# design 1

### Metal 1, design 1

Supply wires on this layer in gray.
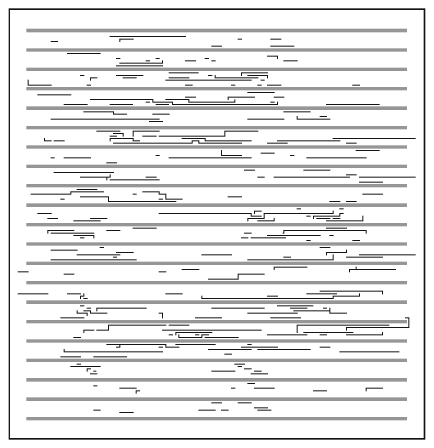
### Metal 2, design 1

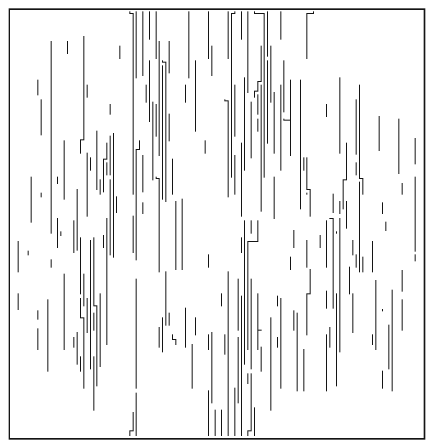
$ cat config.mk
export PLATFORM = sky130hd
export DESIGN_NAME = ex_flag_stage
export DESIGN_NICKNAME = d
export VERILOG_FILES = /design/src/rtl/wisc_pkg.sv /design/src/rtl/ex_flag_stage_flag_calc.sv /design/src/rtl/ex_flag_stage.sv
export SDC_FILE = /design/constraint.sdc
export NUM_CORES = 1
export LEC_CHECK = 0
export CORE_AREA = 2 2 56 58
export DETAILED_ROUTE_END_ITERATION = 16
export DIE_AREA = 0 0 58 60
export GPL_ROUTABILITY_DRIVEN = 0
export PLACE_DENSITY = 0.82
export REMOVE_ABC_BUFFERS = 1
export SYNTH_ARGS = -nofsm -noshare
export SYNTH_HDL_FRONTEND = slang
export SYNTH_SLANG_ARGS = --single-unit
$ cat constraint.sdc
create_clock -name clk -period 1.29 [get_ports clk]
set_clock_uncertainty 0.2 [all_clocks]
set_input_delay 0.1935 -clock clk [delete_from_list [all_inputs] [get_ports clk]]
set_output_delay 0.1935 -clock clk [all_outputs]
set_load 0.02 [all_outputs]
$ cat src/rtl/wisc_pkg.sv
// Shared types and widths for the WISC EX/MEM datapath: opcodes, flag bundle, widths.
package wisc_pkg;

  localparam int unsigned DW  = 16;
  localparam int unsigned RW  = 4;
  localparam int unsigned OPW = 4;

  typedef enum logic [OPW-1:0] {
    OP_ADD    = 4'h0,
    OP_SUB    = 4'h1,
    OP_XOR    = 4'h2,
    OP_RED    = 4'h3,
    OP_SLL    = 4'h4,
    OP_SRA    = 4'h5,
    OP_ROR    = 4'h6,
    OP_PADDSB = 4'h7,
    OP_LW     = 4'h8,
    OP_SW     = 4'h9,
    OP_LHB    = 4'hA,
    OP_LLB    = 4'hB,
    OP_B      = 4'hC,
    OP_BR     = 4'hD,
    OP_PCS    = 4'hE,
    OP_HLT    = 4'hF
  } opcode_t;

  typedef struct packed {
    logic z;
    logic v;
    logic n;
  } flags_t;

endpackage

$ cat src/rtl/ex_flag_stage_flag_calc.sv
// Combinational next-flag computation from the EX opcode and ALU result.
module flag_calc
  import wisc_pkg::*;
(
  input  opcode_t         opcode,
  input  logic [DW-1:0]   alu_result,
  input  logic            alu_ovfl,
  input  flags_t          cur,
  output flags_t          nxt
);

  logic zero;

  assign zero = (alu_result == DW'(0));

  always_comb begin
    nxt = cur;
    case (opcode)
      OP_ADD, OP_SUB: begin
        nxt.z = zero;
        nxt.n = alu_result[DW-1];
        nxt.v = alu_ovfl;
      end
      OP_XOR, OP_SLL, OP_SRA, OP_ROR: begin
        nxt.z = zero;
      end
      default: begin
        nxt = cur;
      end
    endcase
  end

endmodule

$ cat src/rtl/ex_flag_stage.sv
// EX/MEM pipeline register plus architectural Z/V/N flag register.
// FLAG_BYPASS_EN: when defined, flag_* show the next-state flags during a capture cycle.
module ex_flag_stage
  import wisc_pkg::*;
(
  input  logic            clk,
  input  logic            rst_n,
  input  logic            in_valid,
  input  logic            stall,
  input  logic            flush,
  input  logic [OPW-1:0]  opcode,
  input  logic [DW-1:0]   alu_result,
  input  logic            alu_ovfl,
  input  logic [RW-1:0]   dst_reg,
  input  logic            reg_wr,
  output logic            out_valid,
  output logic [DW-1:0]   out_result,
  output logic [RW-1:0]   out_dst,
  output logic            out_reg_wr,
  output logic            flag_z,
  output logic            flag_v,
  output logic            flag_n
);

  logic   capture;
  flags_t flags_q;
  flags_t flags_d;
  flags_t flags_vis;

  assign capture = in_valid & ~stall & ~flush;

  flag_calc u_flag_calc (
    .opcode     (opcode_t'(opcode)),
    .alu_result (alu_result),
    .alu_ovfl   (alu_ovfl),
    .cur        (flags_q),
    .nxt        (flags_d)
  );

  // Pipeline register: flush beats stall beats capture.
  always_ff @(posedge clk or negedge rst_n) begin
    if (!rst_n) begin
      out_valid  <= 1'b0;
      out_result <= '0;
      out_dst    <= '0;
      out_reg_wr <= 1'b0;
    end else if (flush) begin
      out_valid  <= 1'b0;
      out_reg_wr <= 1'b0;
    end else if (stall) begin
      out_valid  <= out_valid;
    end else if (in_valid) begin
      out_valid  <= 1'b1;
      out_result <= alu_result;
      out_dst    <= dst_reg;
      out_reg_wr <= reg_wr;
    end else begin
      out_valid  <= 1'b0;
      out_reg_wr <= 1'b0;
    end
  end

  // Flags only move when an instruction actually leaves EX.
  always_ff @(posedge clk or negedge rst_n) begin
    if (!rst_n) begin
      flags_q <= '0;
    end else if (capture) begin
      flags_q <= flags_d;
    end
  end

`ifdef FLAG_BYPASS_EN
  assign flags_vis = capture ? flags_d : flags_q;
`else
  assign flags_vis = flags_q;
`endif

  assign flag_z = flags_vis.z;
  assign flag_v = flags_vis.v;
  assign flag_n = flags_vis.n;

endmodule

==> flow_summary.ini <==
; synthesis and place-and-route metrics
[run_status]
status = completed

[timing]
timing.final.setup_violations = 0
hold_ws_ns = 0.02015

[logic_synthesis]
synth_simple_gate_area_share = 0.07750
synth_chip_area_sq_mm = 0.001001
synth.cellmix.xorXnorShare = 0
logic_family_by_area = multiplexers
synth_adder_area_share = 0
ys_top_cells_by_count = 25 x sky130_fd_sc_hd__dfrtp_1, 22 x sky130_fd_sc_hd__mux2_2, 4 x sky130_fd_sc_hd__nor4_1
synth-seq-area-share = 0.6250
post_synthesis_cell_count = 66
enable_flop_cells = 0
top_cells_by_area = sky130_fd_sc_hd__dfrtp_1 63%, sky130_fd_sc_hd__mux2_2 25%, sky130_fd_sc_hd__nor4_1 2.5%, sky130_fd_sc_hd__nor3b_4 1.9%, sky130_fd_sc_hd__buf_6 1.1%

[critical_path]
reg_to_reg_setup_timing_slack_ns = 0.18
critical_path.reg2reg.endpoint = out_result[13]$_DFFE_PN0P_
reg2regPathDepth = 2
worstPathArrival_ns = 1.30
critical-path-max-stage-delay_ns = 0.44
critical-path-top-delay-family = simple AND/OR/NAND/NOR gates
worstPathCellList = clkdlybuf4s50_1, nor4_1, nand4_1, mux2i_1

[grt]
globalRouteOverflowTotal = 0
use_met1 = 0.1749
antenna_found_initial = 0
met3_demand_to_capacity_share_in_global_routing = 0.03680

[routing]
drt-met1-wl_um = 911
top_layer_used = met3
route.met2.wl_um = 1343

[power]
power.internal_w = 0.001532

[worst_hold_path]
hold_path.class = in -> async

[finish]
finish.cell_count_without_fillers = 169
About 'Metal 1' of design 1:
share of all routed wire: 37%
longest straight run: 18.4 um
main direction: horizontal

About 'Metal 2' of design 1:
nets with wire on the layer: 159
main direction: vertical
share of all routed wire: 55%
longest straight run: 26.9 um
met2 demand-to-capacity share in global routing: 0.2808
Detailed Route WL: 2443 um

-- final cells by class --
class | instances | area (sq um) | share of cell area
inverter | 1 | 3.754 | 0.002108
multi-input combinational | 38 | 376.6 | 0.2115
clock inverter | 1 | 5.005 | 0.002811
sequential | 25 | 625.6 | 0.3514
tap | 33 | 41.29 | 0.02319
clock buffer | 3 | 22.52 | 0.01265
timing repair buffer | 68 | 705.7 | 0.3963
-- stage by stage --
stage / setup WS (ns) / util
global placement: -0.4802 / 0.5621
floorplan: -0.3311 / -
CTS: -0.007338 / 0.5513
finish: 0.02210 / 0.6134
global route: -0.02736 / 0.6134
detailed placement: -0.5188 / 0.5621

# design 2

### Metal 1, design 2

Supply wires on this layer in gray.
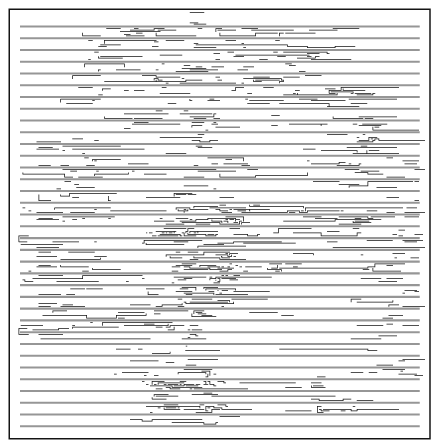
<file path="src/rtl/simm_dram_ctrl_pkg.sv">
// -----------------------------------------------------------------------------
// simm_ctrl_pkg
// Shared definitions for the SIMM DRAM sequencing controller.
//   - controller state encoding
//   - address field widths and slice positions (bank / row / column)
//   - data width and number of RAS lines
//   - small helper functions used at elaboration and in the datapath
// Optional feature macro used by the controller: SIMM_CTRL_REFRESH_EN.
// -----------------------------------------------------------------------------
package simm_ctrl_pkg;

    localparam int BANK_W   = 3;
    localparam int ROW_W    = 9;
    localparam int COL_W    = 9;
    localparam int DATA_W   = 16;
    localparam int ADDR_W   = BANK_W + ROW_W + COL_W;
    localparam int NUM_RAS  = 1 << BANK_W;

    // Word address layout: [20:18] RAS line, [17:9] row, [8:0] column.
    localparam int COL_LSB  = 0;
    localparam int ROW_LSB  = COL_W;
    localparam int BANK_LSB = COL_W + ROW_W;

    typedef enum logic [2:0] {
        ST_IDLE,
        ST_ROW,
        ST_COL,
        ST_PRE,
        ST_REF_CAS,
        ST_REF_RAS,
        ST_REF_PRE
    } state_t;

    // Active-low one-hot RAS pattern for the selected line.
    function automatic logic [NUM_RAS-1:0] ras_onehot_n(input logic [BANK_W-1:0] bank);
        return ~({{(NUM_RAS-1){1'b0}}, 1'b1} << bank);
    endfunction

    function automatic int max4(input int a, input int b, input int c, input int d);
        int m;
        m = a;
        if (b > m) m = b;
        if (c > m) m = c;
        if (d > m) m = d;
        return m;
    endfunction

endpackage

</file>
<file path="src/rtl/simm_dram_ctrl_if.sv">
// -----------------------------------------------------------------------------
// simm_dram_ctrl_if
// Request/acknowledge bus between the system bus logic (master) and the SIMM
// DRAM controller (slave).
//   req   : access request, held until ack
//   wr    : 1 = write, 0 = read
//   addr  : word address {RAS line, row, column}
//   wdata : write data
//   be    : byte enables (bit 1 = upper byte)
//   ack   : one-cycle completion pulse
//   rdata : read data, valid while ack is high
// -----------------------------------------------------------------------------
interface simm_dram_ctrl_if;
    import simm_ctrl_pkg::*;

    logic              req;
    logic              wr;
    logic [ADDR_W-1:0] addr;
    logic [DATA_W-1:0] wdata;
    logic [1:0]        be;
    logic              ack;
    logic [DATA_W-1:0] rdata;

    modport master (output req, wr, addr, wdata, be, input  ack, rdata);
    modport slave  (input  req, wr, addr, wdata, be, output ack, rdata);

endinterface

</file>
<file path="src/rtl/simm_refresh_timer.sv">
// -----------------------------------------------------------------------------
// simm_refresh_timer
// Refresh interval counter for the SIMM DRAM controller. Only instantiated
// when SIMM_CTRL_REFRESH_EN is defined.
//   clk, rst        : clock, asynchronous active-high reset
//   i_ref_start     : controller is entering the refresh sequence this edge
//   o_ref_pending   : one refresh is owed
//   o_ref_miss      : sticky, an interval expired while a refresh was owed
// -----------------------------------------------------------------------------
module simm_refresh_timer #(
    parameter int REFRESH_INTERVAL = 780
) (
    input  logic clk,
    input  logic rst,
    input  logic i_ref_start,
    output logic o_ref_pending,
    output logic o_ref_miss
);

    localparam int               TMR_W    = $clog2(REFRESH_INTERVAL);
    localparam logic [TMR_W-1:0] TMR_LAST = TMR_W'(REFRESH_INTERVAL - 1);

    logic [TMR_W-1:0] r_timer;
    logic             r_pending;
    logic             r_miss;
    logic             w_wrap;

    assign w_wrap = (r_timer == TMR_LAST);

    always_ff @(posedge clk or posedge rst) begin
        if (rst) begin
            r_timer   <= '0;
            r_pending <= 1'b0;
            r_miss    <= 1'b0;
        end else begin
            r_timer <= w_wrap ? '0 : r_timer + 1'b1;
            // A wrap on the same edge as the refresh start re-arms the flag:
            // the new interval owes its own refresh.
            if (w_wrap)
                r_pending <= 1'b1;
            else if (i_ref_start)
                r_pending <= 1'b0;
            // Only one refresh is ever owed; a second expiry is a miss.
            if (w_wrap && r_pending && !i_ref_start)
                r_miss <= 1'b1;
        end
    end

    assign o_ref_pending = r_pending;
    assign o_ref_miss    = r_miss;

endmodule

</file>
<file path="src/rtl/simm_dram_ctrl.sv">
// -----------------------------------------------------------------------------
// simm_dram_ctrl
// Sequencing controller for the four-SIMM, eight-RAS-line DRAM array. Turns
// word requests from the bus into RAS/CAS/WE strobes, a multiplexed row/column
// address and data-bus enables, and issues periodic CAS-before-RAS refresh.
// Optional feature: SIMM_CTRL_REFRESH_EN enables the refresh timer, the REF_*
// states and ref_miss; without it ref_miss is tied low and no refresh runs.
// Ports:
//   clk, rst   : clock (rising edge), asynchronous active-high reset
//   bus        : slave side of simm_dram_ctrl_if (req/wr/addr/wdata/be/ack/rdata)
//   ras_n      : per-line RAS strobes, active low
//   cas_n      : per-byte CAS strobes, active low
//   we_n       : write enable, active low
//   dram_addr  : multiplexed row/column address
//   dq_out     : write data to array, dq_oe : drive enable for dq_out
//   dq_in      : read data from array
//   ref_miss   : sticky refresh-overrun flag
// All outputs are registered.
// -----------------------------------------------------------------------------
module simm_dram_ctrl
    import simm_ctrl_pkg::*;
#(
    parameter int T_RCD            = 2,
    parameter int T_CAS            = 2,
    parameter int T_RAS            = 3,
    parameter int T_RP             = 2,
    parameter int REFRESH_INTERVAL = 780
) (
    input  logic                 clk,
    input  logic                 rst,
    simm_dram_ctrl_if.slave      bus,
    output logic [NUM_RAS-1:0]   ras_n,
    output logic [1:0]           cas_n,
    output logic                 we_n,
    output logic [ROW_W-1:0]     dram_addr,
    output logic [DATA_W-1:0]    dq_out,
    output logic                 dq_oe,
    input  logic [DATA_W-1:0]    dq_in,
    output logic                 ref_miss
);

    if (T_RCD < 1 || T_CAS < 1 || T_RAS < 1 || T_RP < 1 || REFRESH_INTERVAL < 16) begin : g_param_check
        $error("simm_dram_ctrl: timing parameter out of range");
    end

    localparam int CNT_MAX = max4(T_RCD, T_CAS, T_RAS, T_RP);
    localparam int CNT_W   = $clog2(CNT_MAX + 1);

    state_t              r_state;
    logic [CNT_W-1:0]    r_cnt;
    logic                r_wr;
    logic [COL_W-1:0]    r_col;
    logic [DATA_W-1:0]   r_wdata;
    logic [1:0]          r_be;

    logic [NUM_RAS-1:0]  r_ras_n;
    logic [1:0]          r_cas_n;
    logic                r_we_n;
    logic [ROW_W-1:0]    r_dram_addr;
    logic [DATA_W-1:0]   r_dq_out;
    logic                r_dq_oe;
    logic [DATA_W-1:0]   r_rdata;
    logic                r_ack;

    logic                w_ref_pending;
    logic                w_cnt_done;
    logic                w_decide;
    logic                w_ref_go;
    logic                w_accept;

`ifdef SIMM_CTRL_REFRESH_EN
    simm_refresh_timer #(
        .REFRESH_INTERVAL (REFRESH_INTERVAL)
    ) u_refresh (
        .clk           (clk),
        .rst           (rst),
        .i_ref_start   (w_ref_go),
        .o_ref_pending (w_ref_pending),
        .o_ref_miss    (ref_miss)
    );
`else
    assign w_ref_pending = 1'b0;
    assign ref_miss      = 1'b0;
`endif

    assign w_cnt_done = (r_cnt == '0);

    // The last precharge cycle doubles as an IDLE decision slot, so a new
    // access (or refresh) can start without an extra dead cycle.
    assign w_decide = (r_state == ST_IDLE) ||
                      ((r_state == ST_PRE || r_state == ST_REF_PRE) && w_cnt_done);
    assign w_ref_go = w_decide && w_ref_pending;
    assign w_accept = w_decide && !w_ref_pending && bus.req;

    always_ff @(posedge clk or posedge rst) begin
        if (rst) begin
            r_state     <= ST_IDLE;
            r_cnt       <= '0;
            r_wr        <= 1'b0;
            r_col       <= '0;
            r_wdata     <= '0;
            r_be        <= '0;
            r_ras_n     <= '1;
            r_cas_n     <= '1;
            r_we_n      <= 1'b1;
            r_dram_addr <= '0;
            r_dq_out    <= '0;
            r_dq_oe     <= 1'b0;
            r_rdata     <= '0;
            r_ack       <= 1'b0;
        end else begin
            r_ack <= 1'b0;
            if (w_ref_go) begin
                r_state <= ST_REF_CAS;
                r_ras_n <= '1;
                r_cas_n <= 2'b00;
                r_we_n  <= 1'b1;
                r_dq_oe <= 1'b0;
            end else if (w_accept) begin
                r_state     <= ST_ROW;
                r_cnt       <= CNT_W'(T_RCD - 1);
                r_wr        <= bus.wr;
                r_col       <= bus.addr[COL_LSB +: COL_W];
                r_wdata     <= bus.wdata;
                r_be        <= bus.be;
                r_ras_n     <= ras_onehot_n(bus.addr[BANK_LSB +: BANK_W]);
                r_dram_addr <= bus.addr[ROW_LSB +: ROW_W];
                r_cas_n     <= '1;
                r_we_n      <= 1'b1;
                r_dq_oe     <= 1'b0;
            end else begin
                case (r_state)
                    ST_ROW: begin
                        if (w_cnt_done) begin
                            r_state     <= ST_COL;
                            r_cnt       <= CNT_W'(T_CAS - 1);
                            r_dram_addr <= r_col;
                            // be=00 still runs the cycle, just with CAS idle.
                            r_cas_n     <= ~r_be;
                            r_we_n      <= ~r_wr;
                            r_dq_oe     <= r_wr;
                            if (r_wr)
                                r_dq_out <= r_wdata;
                        end else begin
                            r_cnt <= r_cnt - 1'b1;
                        end
                    end
                    ST_COL: begin
                        if (w_cnt_done) begin
                            r_state <= ST_PRE;
                            r_cnt   <= CNT_W'(T_RP - 1);
                            r_ras_n <= '1;
                            r_cas_n <= '1;
                            r_we_n  <= 1'b1;
                            r_dq_oe <= 1'b0;
                            r_ack   <= 1'b1;
                            if (!r_wr)
                                r_rdata <= dq_in;
                        end else begin
                            r_cnt <= r_cnt - 1'b1;
                        end
                    end
                    ST_PRE, ST_REF_PRE: begin
                        if (w_cnt_done)
                            r_state <= ST_IDLE;
                        else
                            r_cnt <= r_cnt - 1'b1;
                    end
`ifdef SIMM_CTRL_REFRESH_EN
                    ST_REF_CAS: begin
                        r_state <= ST_REF_RAS;
                        r_cnt   <= CNT_W'(T_RAS - 1);
                        r_ras_n <= '0;
                    end
                    ST_REF_RAS: begin
                        if (w_cnt_done) begin
                            r_state <= ST_REF_PRE;
                            r_cnt   <= CNT_W'(T_RP - 1);
                            r_ras_n <= '1;
                            r_cas_n <= '1;
                        end else begin
                            r_cnt <= r_cnt - 1'b1;
                        end
                    end
`endif
                    default: r_state <= ST_IDLE;
                endcase
            end
        end
    end

    assign ras_n     = r_ras_n;
    assign cas_n     = r_cas_n;
    assign we_n      = r_we_n;
    assign dram_addr = r_dram_addr;
    assign dq_out    = r_dq_out;
    assign dq_oe     = r_dq_oe;
    assign bus.ack   = r_ack;
    assign bus.rdata = r_rdata;

endmodule

</file>
<file path="src/flat_wrapper.sv">
// flat-port wrapper written by rule: the top's interface ports become plain ports
module simm_dram_ctrl_flat import simm_ctrl_pkg::*;
#(
    parameter int T_RCD            = 2,
    parameter int T_CAS            = 2,
    parameter int T_RAS            = 3,
    parameter int T_RP             = 2,
    parameter int REFRESH_INTERVAL = 780
)
  (clk, rst, ras_n, cas_n, we_n, dram_addr, dq_out, dq_oe, dq_in, ref_miss, bus_req, bus_wr, bus_addr, bus_wdata, bus_be, bus_ack, bus_rdata);
  simm_dram_ctrl_if bus_i ();
  input  logic clk;
  input  logic rst;
  output logic [NUM_RAS-1:0] ras_n;
  output logic [1:0] cas_n;
  output logic we_n;
  output logic [ROW_W-1:0] dram_addr;
  output logic [DATA_W-1:0] dq_out;
  output logic dq_oe;
  input  logic [DATA_W-1:0] dq_in;
  output logic ref_miss;
  input wire logic [$bits(bus_i.req)-1:0] bus_req;
  input wire logic [$bits(bus_i.wr)-1:0] bus_wr;
  input wire logic [$bits(bus_i.addr)-1:0] bus_addr;
  input wire logic [$bits(bus_i.wdata)-1:0] bus_wdata;
  input wire logic [$bits(bus_i.be)-1:0] bus_be;
  output wire logic [$bits(bus_i.ack)-1:0] bus_ack;
  output wire logic [$bits(bus_i.rdata)-1:0] bus_rdata;
  assign bus_i.req = bus_req;
  assign bus_i.wr = bus_wr;
  assign bus_i.addr = bus_addr;
  assign bus_i.wdata = bus_wdata;
  assign bus_i.be = bus_be;
  assign bus_ack = bus_i.ack;
  assign bus_rdata = bus_i.rdata;
  simm_dram_ctrl #(.T_RCD(T_RCD), .T_CAS(T_CAS), .T_RAS(T_RAS), .T_RP(T_RP), .REFRESH_INTERVAL(REFRESH_INTERVAL)) u_core (.clk(clk), .rst(rst), .bus(bus_i), .ras_n(ras_n), .cas_n(cas_n), .we_n(we_n), .dram_addr(dram_addr), .dq_out(dq_out), .dq_oe(dq_oe), .dq_in(dq_in), .ref_miss(ref_miss));
endmodule
</file>
<file path="config.mk">
export PLATFORM = sky130hd
export DESIGN_NAME = simm_dram_ctrl_flat
export DESIGN_NICKNAME = d
export VERILOG_FILES = /design/src/rtl/simm_dram_ctrl_pkg.sv /design/src/rtl/simm_dram_ctrl_if.sv /design/src/rtl/simm_refresh_timer.sv /design/src/rtl/simm_dram_ctrl.sv /design/src/flat_wrapper.sv
export SDC_FILE = /design/constraint.sdc
export NUM_CORES = 1
export LEC_CHECK = 0
export CORE_AREA = 2 2 95 97
export CTS_BUF_LIST = sky130_fd_sc_hd__clkbuf_4 sky130_fd_sc_hd__clkbuf_8 sky130_fd_sc_hd__clkbuf_16
export DETAILED_ROUTE_END_ITERATION = 7
export DIE_AREA = 0 0 97 99
export DONT_BUFFER_PORTS = 1
export PLACE_DENSITY = 0.66
export SYNTH_ARGS = -nofsm -noshare
export SYNTH_HDL_FRONTEND = slang
export SYNTH_SLANG_ARGS = --single-unit
export TNS_END_PERCENT = 1
</file>
<file path="constraint.sdc">
create_clock -name clk -period 3.6 [get_ports clk]
set_input_delay 0.72 -clock clk [delete_from_list [all_inputs] [get_ports clk]]
set_output_delay 0.72 -clock clk [all_outputs]
set_load 0.01 [all_outputs]
</file>
==> flow_summary.ini <==
; synthesis and place-and-route metrics
[logic_synthesis]
largest_area_cell = sky130_fd_sc_hd__dfrtp_1
synth_simple_gate_area_share = 0.03279
synth.cellmix.xorXnorShare = 0
synth_stat.cells = 240
numSynthFlops = 86
post_synthesis_cell_count = 240

[routing]
drt.antenna.violating_nets = 0
post_drt_wl_per_cell_um = 18.22
met3WireLength_um = 609
drc = 0

[grt]
globalRouteOverflowTotal = 0
wire_length_of_the_first_global_routing_pass_um = 10330

[critical_path]
critical-path-top-delay-family = flip-flops
critical_path.reg2reg.endpoint = u_core.r_wdata[15]$_DFFE_PP0P_
worst_path_max_delay_cell = sky130_fd_sc_hd__dfrtp_1
reg2regPathDepth = 5

[timing]
final.period_utilization = 0.6540
final-hold-violation-count = 0
period_minus_slack_ns = 2.355
fmax_ghz = 0.4247

[finish]
num_antenna_cells = 0
buffers = 2
layout.clock.cell_area_share = 0.04982

[run_status]
status = completed

[floorplanning]
io_pins = 114

[clock_tree]
cts_made_buffers = 9

[power]
p_clk_w = 0.000641
p_seq_w = 0.00191
About 'Metal 1' of design 2:
longest straight run: 35.4 um
share of all routed wire: 42%

==> per-stage QoR <==
stage	power (W)	hold slack [ns]	worst slack, ns	instance area (sq um)	utilization
6_report	0.003663	0.4871	1.245	3842	0.4494
5_1_grt	0.003920	0.4770	1.049	3842	0.4494
4_1_cts	0.003721	0.4956	1.228	3842	0.4494
3_5_place_dp	0.003066	0.4880	1.220	3651	0.4270
3_3_place_gp	0.003013	0.4841	1.321	3651	0.4270
2_1_floorplan	0.002846	0.4645	0.6764	3587	-

# design 3

### Metal 1, design 3

Supply wires on this layer in gray.
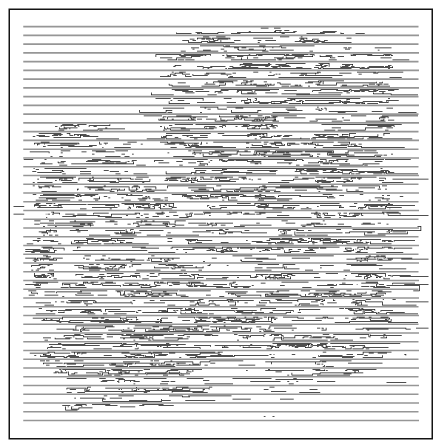
### Metal 2, design 3

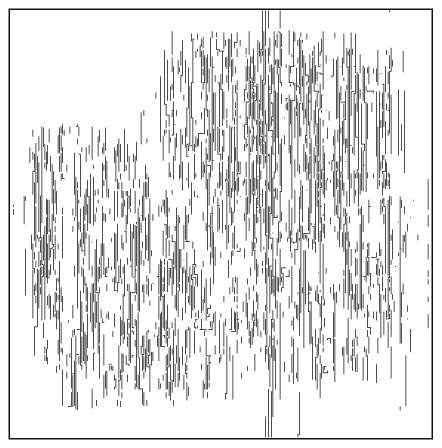
`src/rtl/cmd_sched.sv`:
```
// Command scheduler: round-robin arbitration of four requesters into a command
// FIFO, with a level-dependent gravity timer that injects DOWN at lowest priority.
module cmd_sched #(
  parameter int unsigned QSIZE      = 16,
  parameter int unsigned DOWN_TICK  = 50_000_000,
  parameter int unsigned LEVEL_STEP = 4_000_000,
  parameter int unsigned MIN_TICK   = 5_000_000
) (
  input  logic        clk,
  input  logic        reset_n,
  input  logic [3:0]  req_valid,
  input  logic [15:0] req_cmd,
  output logic [3:0]  req_ready,
  input  logic [3:0]  level,
  input  logic        paused,
  input  logic        flush,
  output logic        cmd_valid,
  output logic [3:0]  cmd,
  input  logic        cmd_ready,
  output logic [4:0]  fifo_cnt
);

  localparam int unsigned AW       = (QSIZE > 1) ? $clog2(QSIZE) : 1;
  localparam logic [4:0]  QSIZE_C  = 5'(QSIZE);
  localparam logic [3:0]  CMD_DOWN = 4'd3;

  function automatic logic cmd_ok(input logic [3:0] c);
    return (c >= 4'd1) && (c <= 4'd8);
  endfunction

  logic          run_r;
  logic [1:0]    rr_ptr_r;
  logic [AW-1:0] wr_ptr_r;
  logic [AW-1:0] rd_ptr_r;
  logic [4:0]    cnt_r;
  logic [3:0]    mem_r [QSIZE];
  logic [31:0]   grav_cnt_r;
  logic          grav_pend_r;

  logic          active_s;
  logic          pop_s;
  logic          space_s;
  logic          win_found_s;
  logic [1:0]    win_idx_s;
  logic [3:0]    win_cmd_s;
  logic          grant_s;
  logic          ext_push_s;
  logic          ext_down_s;
  logic          grav_push_s;
  logic          push_s;
  logic [3:0]    push_data_s;
  logic [63:0]   step_s;
  logic [63:0]   period_s;
  logic          fire_s;

  // run_r holds the first edge after reset release as an idle cycle
  assign active_s    = run_r & ~flush;
  assign pop_s       = active_s & (cnt_r != 5'd0) & cmd_ready;
  assign space_s     = (cnt_r < QSIZE_C) | pop_s;
  assign win_cmd_s   = req_cmd[{win_idx_s, 2'b00} +: 4];
  assign grant_s     = active_s & space_s & win_found_s;
  assign ext_push_s  = grant_s & cmd_ok(win_cmd_s);
  assign ext_down_s  = ext_push_s & (win_cmd_s == CMD_DOWN);
  assign grav_push_s = active_s & ~grant_s & grav_pend_r & space_s;
  assign push_s      = ext_push_s | grav_push_s;
  assign push_data_s = ext_push_s ? win_cmd_s : CMD_DOWN;
  assign req_ready   = grant_s ? (4'b0001 << win_idx_s) : 4'b0000;
  assign cmd_valid   = (cnt_r != 5'd0);
  assign cmd         = cmd_valid ? mem_r[rd_ptr_r] : 4'd0;
  assign fifo_cnt    = cnt_r;

  // Round-robin search from rr_ptr; the lowest offset is written last and wins
  always_comb begin
    logic [1:0] cand_v;
    win_found_s = 1'b0;
    win_idx_s   = 2'd0;
    cand_v      = 2'd0;
    for (int i = 3; i >= 0; i--) begin
      cand_v      = rr_ptr_r + 2'(i);
      win_idx_s   = req_valid[cand_v] ? cand_v : win_idx_s;
      win_found_s = win_found_s | req_valid[cand_v];
    end
  end

  // Gravity period with a floor; compared as count+1 >= P so P-1 never underflows
  always_comb begin
    step_s = 64'(level) * 64'(LEVEL_STEP);
    if (64'(DOWN_TICK) > (step_s + 64'(MIN_TICK))) begin
      period_s = 64'(DOWN_TICK) - step_s;
    end else begin
      period_s = 64'(MIN_TICK);
    end
    fire_s = active_s & ~paused & ((64'(grav_cnt_r) + 64'd1) >= period_s);
  end

  // Reset-release qualifier
  always_ff @(posedge clk or negedge reset_n) begin
    if (!reset_n) begin
      run_r <= 1'b0;
    end else begin
      run_r <= 1'b1;
    end
  end

  // Round-robin pointer advances past the winner only on a grant
  always_ff @(posedge clk or negedge reset_n) begin
    if (!reset_n) begin
      rr_ptr_r <= 2'd0;
    end else if (grant_s) begin
      rr_ptr_r <= win_idx_s + 2'd1;
    end else begin
      rr_ptr_r <= rr_ptr_r;
    end
  end

  // FIFO pointers and occupancy; power-of-two depth lets pointers wrap freely
  always_ff @(posedge clk or negedge reset_n) begin
    if (!reset_n) begin
      wr_ptr_r <= '0;
      rd_ptr_r <= '0;
      cnt_r    <= 5'd0;
    end else if (flush) begin
      wr_ptr_r <= '0;
      rd_ptr_r <= '0;
      cnt_r    <= 5'd0;
    end else begin
      if (push_s) begin
        wr_ptr_r <= wr_ptr_r + AW'(1);
      end else begin
        wr_ptr_r <= wr_ptr_r;
      end
      if (pop_s) begin
        rd_ptr_r <= rd_ptr_r + AW'(1);
      end else begin
        rd_ptr_r <= rd_ptr_r;
      end
      case ({push_s, pop_s})
        2'b10:   cnt_r <= cnt_r + 5'd1;
        2'b01:   cnt_r <= cnt_r - 5'd1;
        default: cnt_r <= cnt_r;
      endcase
    end
  end

  // FIFO storage
  always_ff @(posedge clk or negedge reset_n) begin
    if (!reset_n) begin
      for (int i = 0; i < int'(QSIZE); i++) begin
        mem_r[i] <= 4'd0;
      end
    end else if (push_s) begin
      mem_r[wr_ptr_r] <= push_data_s;
    end else begin
      mem_r[wr_ptr_r] <= mem_r[wr_ptr_r];
    end
  end

  // Gravity timer; a pending DOWN never accumulates beyond one
  always_ff @(posedge clk or negedge reset_n) begin
    if (!reset_n) begin
      grav_cnt_r  <= 32'd0;
      grav_pend_r <= 1'b0;
    end else if (flush || ext_down_s) begin
      grav_cnt_r  <= 32'd0;
      grav_pend_r <= 1'b0;
    end else if (fire_s) begin
      grav_cnt_r  <= 32'd0;
      grav_pend_r <= 1'b1;
    end else begin
      if (active_s && !paused) begin
        grav_cnt_r <= grav_cnt_r + 32'd1;
      end else begin
        grav_cnt_r <= grav_cnt_r;
      end
      grav_pend_r <= grav_pend_r & ~grav_push_s;
    end
  end

endmodule

```
`config.mk`:
```
export PLATFORM = sky130hd
export DESIGN_NAME = cmd_sched
export DESIGN_NICKNAME = d
export VERILOG_FILES = /design/src/rtl/cmd_sched.sv
export SDC_FILE = /design/constraint.sdc
export NUM_CORES = 1
export LEC_CHECK = 0
export CORE_AREA = 4 4 127 129
export CTS_BUF_LIST = sky130_fd_sc_hd__clkbuf_16
export DETAILED_ROUTE_END_ITERATION = 10
export DIE_AREA = 0 0 131 133
export GPL_TIMING_DRIVEN = 0
export PLACE_DENSITY = 0.77
export REMOVE_ABC_BUFFERS = 1
export SYNTH_ARGS = -nofsm -noshare
export SYNTH_HDL_FRONTEND = slang
export SYNTH_SLANG_ARGS = --single-unit
```
`constraint.sdc`:
```
create_clock -name clk -period 12.9 [get_ports clk]
set_input_delay 3.225 -clock clk [delete_from_list [all_inputs] [get_ports clk]]
set_output_delay 3.225 -clock clk [all_outputs]
set_load 0.02 [all_outputs]
```
==> flow_summary.ini <==
; synthesis and place-and-route metrics
[run_status]
status = completed

[critical_path]
worst-path-buf-inv = 2

[floorplanning]
io_pins = 43
core_sq_mm = 0.01503

[finish]
num-nonclk-inverters = 23
buffers = 44
area_growth_syn_to_layout_pct = 13.64

[grt]
wire_length_of_the_first_global_routing_pass_um = 31160
antenna_found_initial = 0
globalRouteOverflowTotal = 0

[power]
power.leakage_nw = 4.061
netSwitchingFraction = 0.3468
pwr-share-seq = 0.336

[timing]
fmax_ghz = 0.1108
rsz0062_at_grt = false

[worst_hold_path]
min_to = mem_r[50]$_DFFE_PN0P_

[placed_design]
place_congestion = 0.8448

[flow_run]
cap_violations = 0

[logic_synthesis]
numSynthFlops = 113
## Picture notes: 'Metal 1' of design 3
longest straight run: 44.2 um
main direction: horizontal
nets with wire on the layer: 884
wire length on this layer: 8190 um

## Picture notes: 'Metal 2' of design 3
nets with wire on the layer: 779
wire length on this layer: 8720 um
share of all routed wire: 48%
longest straight run: 49.0 um
main direction: vertical
Detailed Route WL: 18180 um
DR vias: 6348
met2 demand-to-capacity share in global routing: 0.3505

layer usage:
layer	up-vias	wire length, um
met1	3072	8185
met4	0	467
met3	37	813
met5	-	0
met2	135	8715
li1	3104	-
cell families (layout without fill, tap and decap cells):
group,count (synthesis),after routing,share of synthesized area
other cells,1,6,0.0004656
compound gates,199,199,0.1619
simple gates,302,302,0.1811
buf+inv,58,98,0.03371
xor+xnor,48,48,0.05453
flops,113,113,0.3511
mux,53,53,0.1106
fa+ha+maj,65,65,0.1066


==> notes/layouts.md <==
Pictures saved along the way, in no particular order.

Clock routing.
(a)
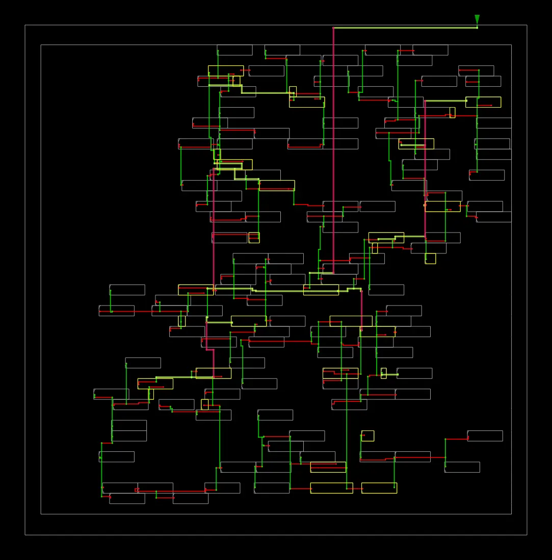
(b)
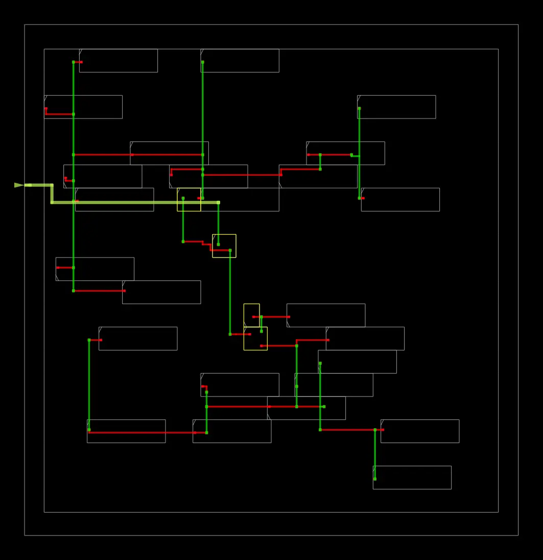
(c)
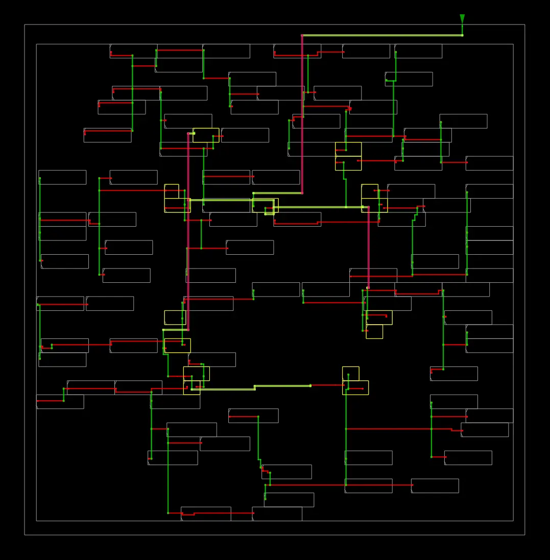
| picture | from |
|---|---|
| (b) | design 1 |
| (c) | design 2 |
| (a) | design 3 |
The one with the fewest clock buffers is (b).
The one with the fewest sequential cells is (b).

Power is estimated from default activity; no workload was simulated.
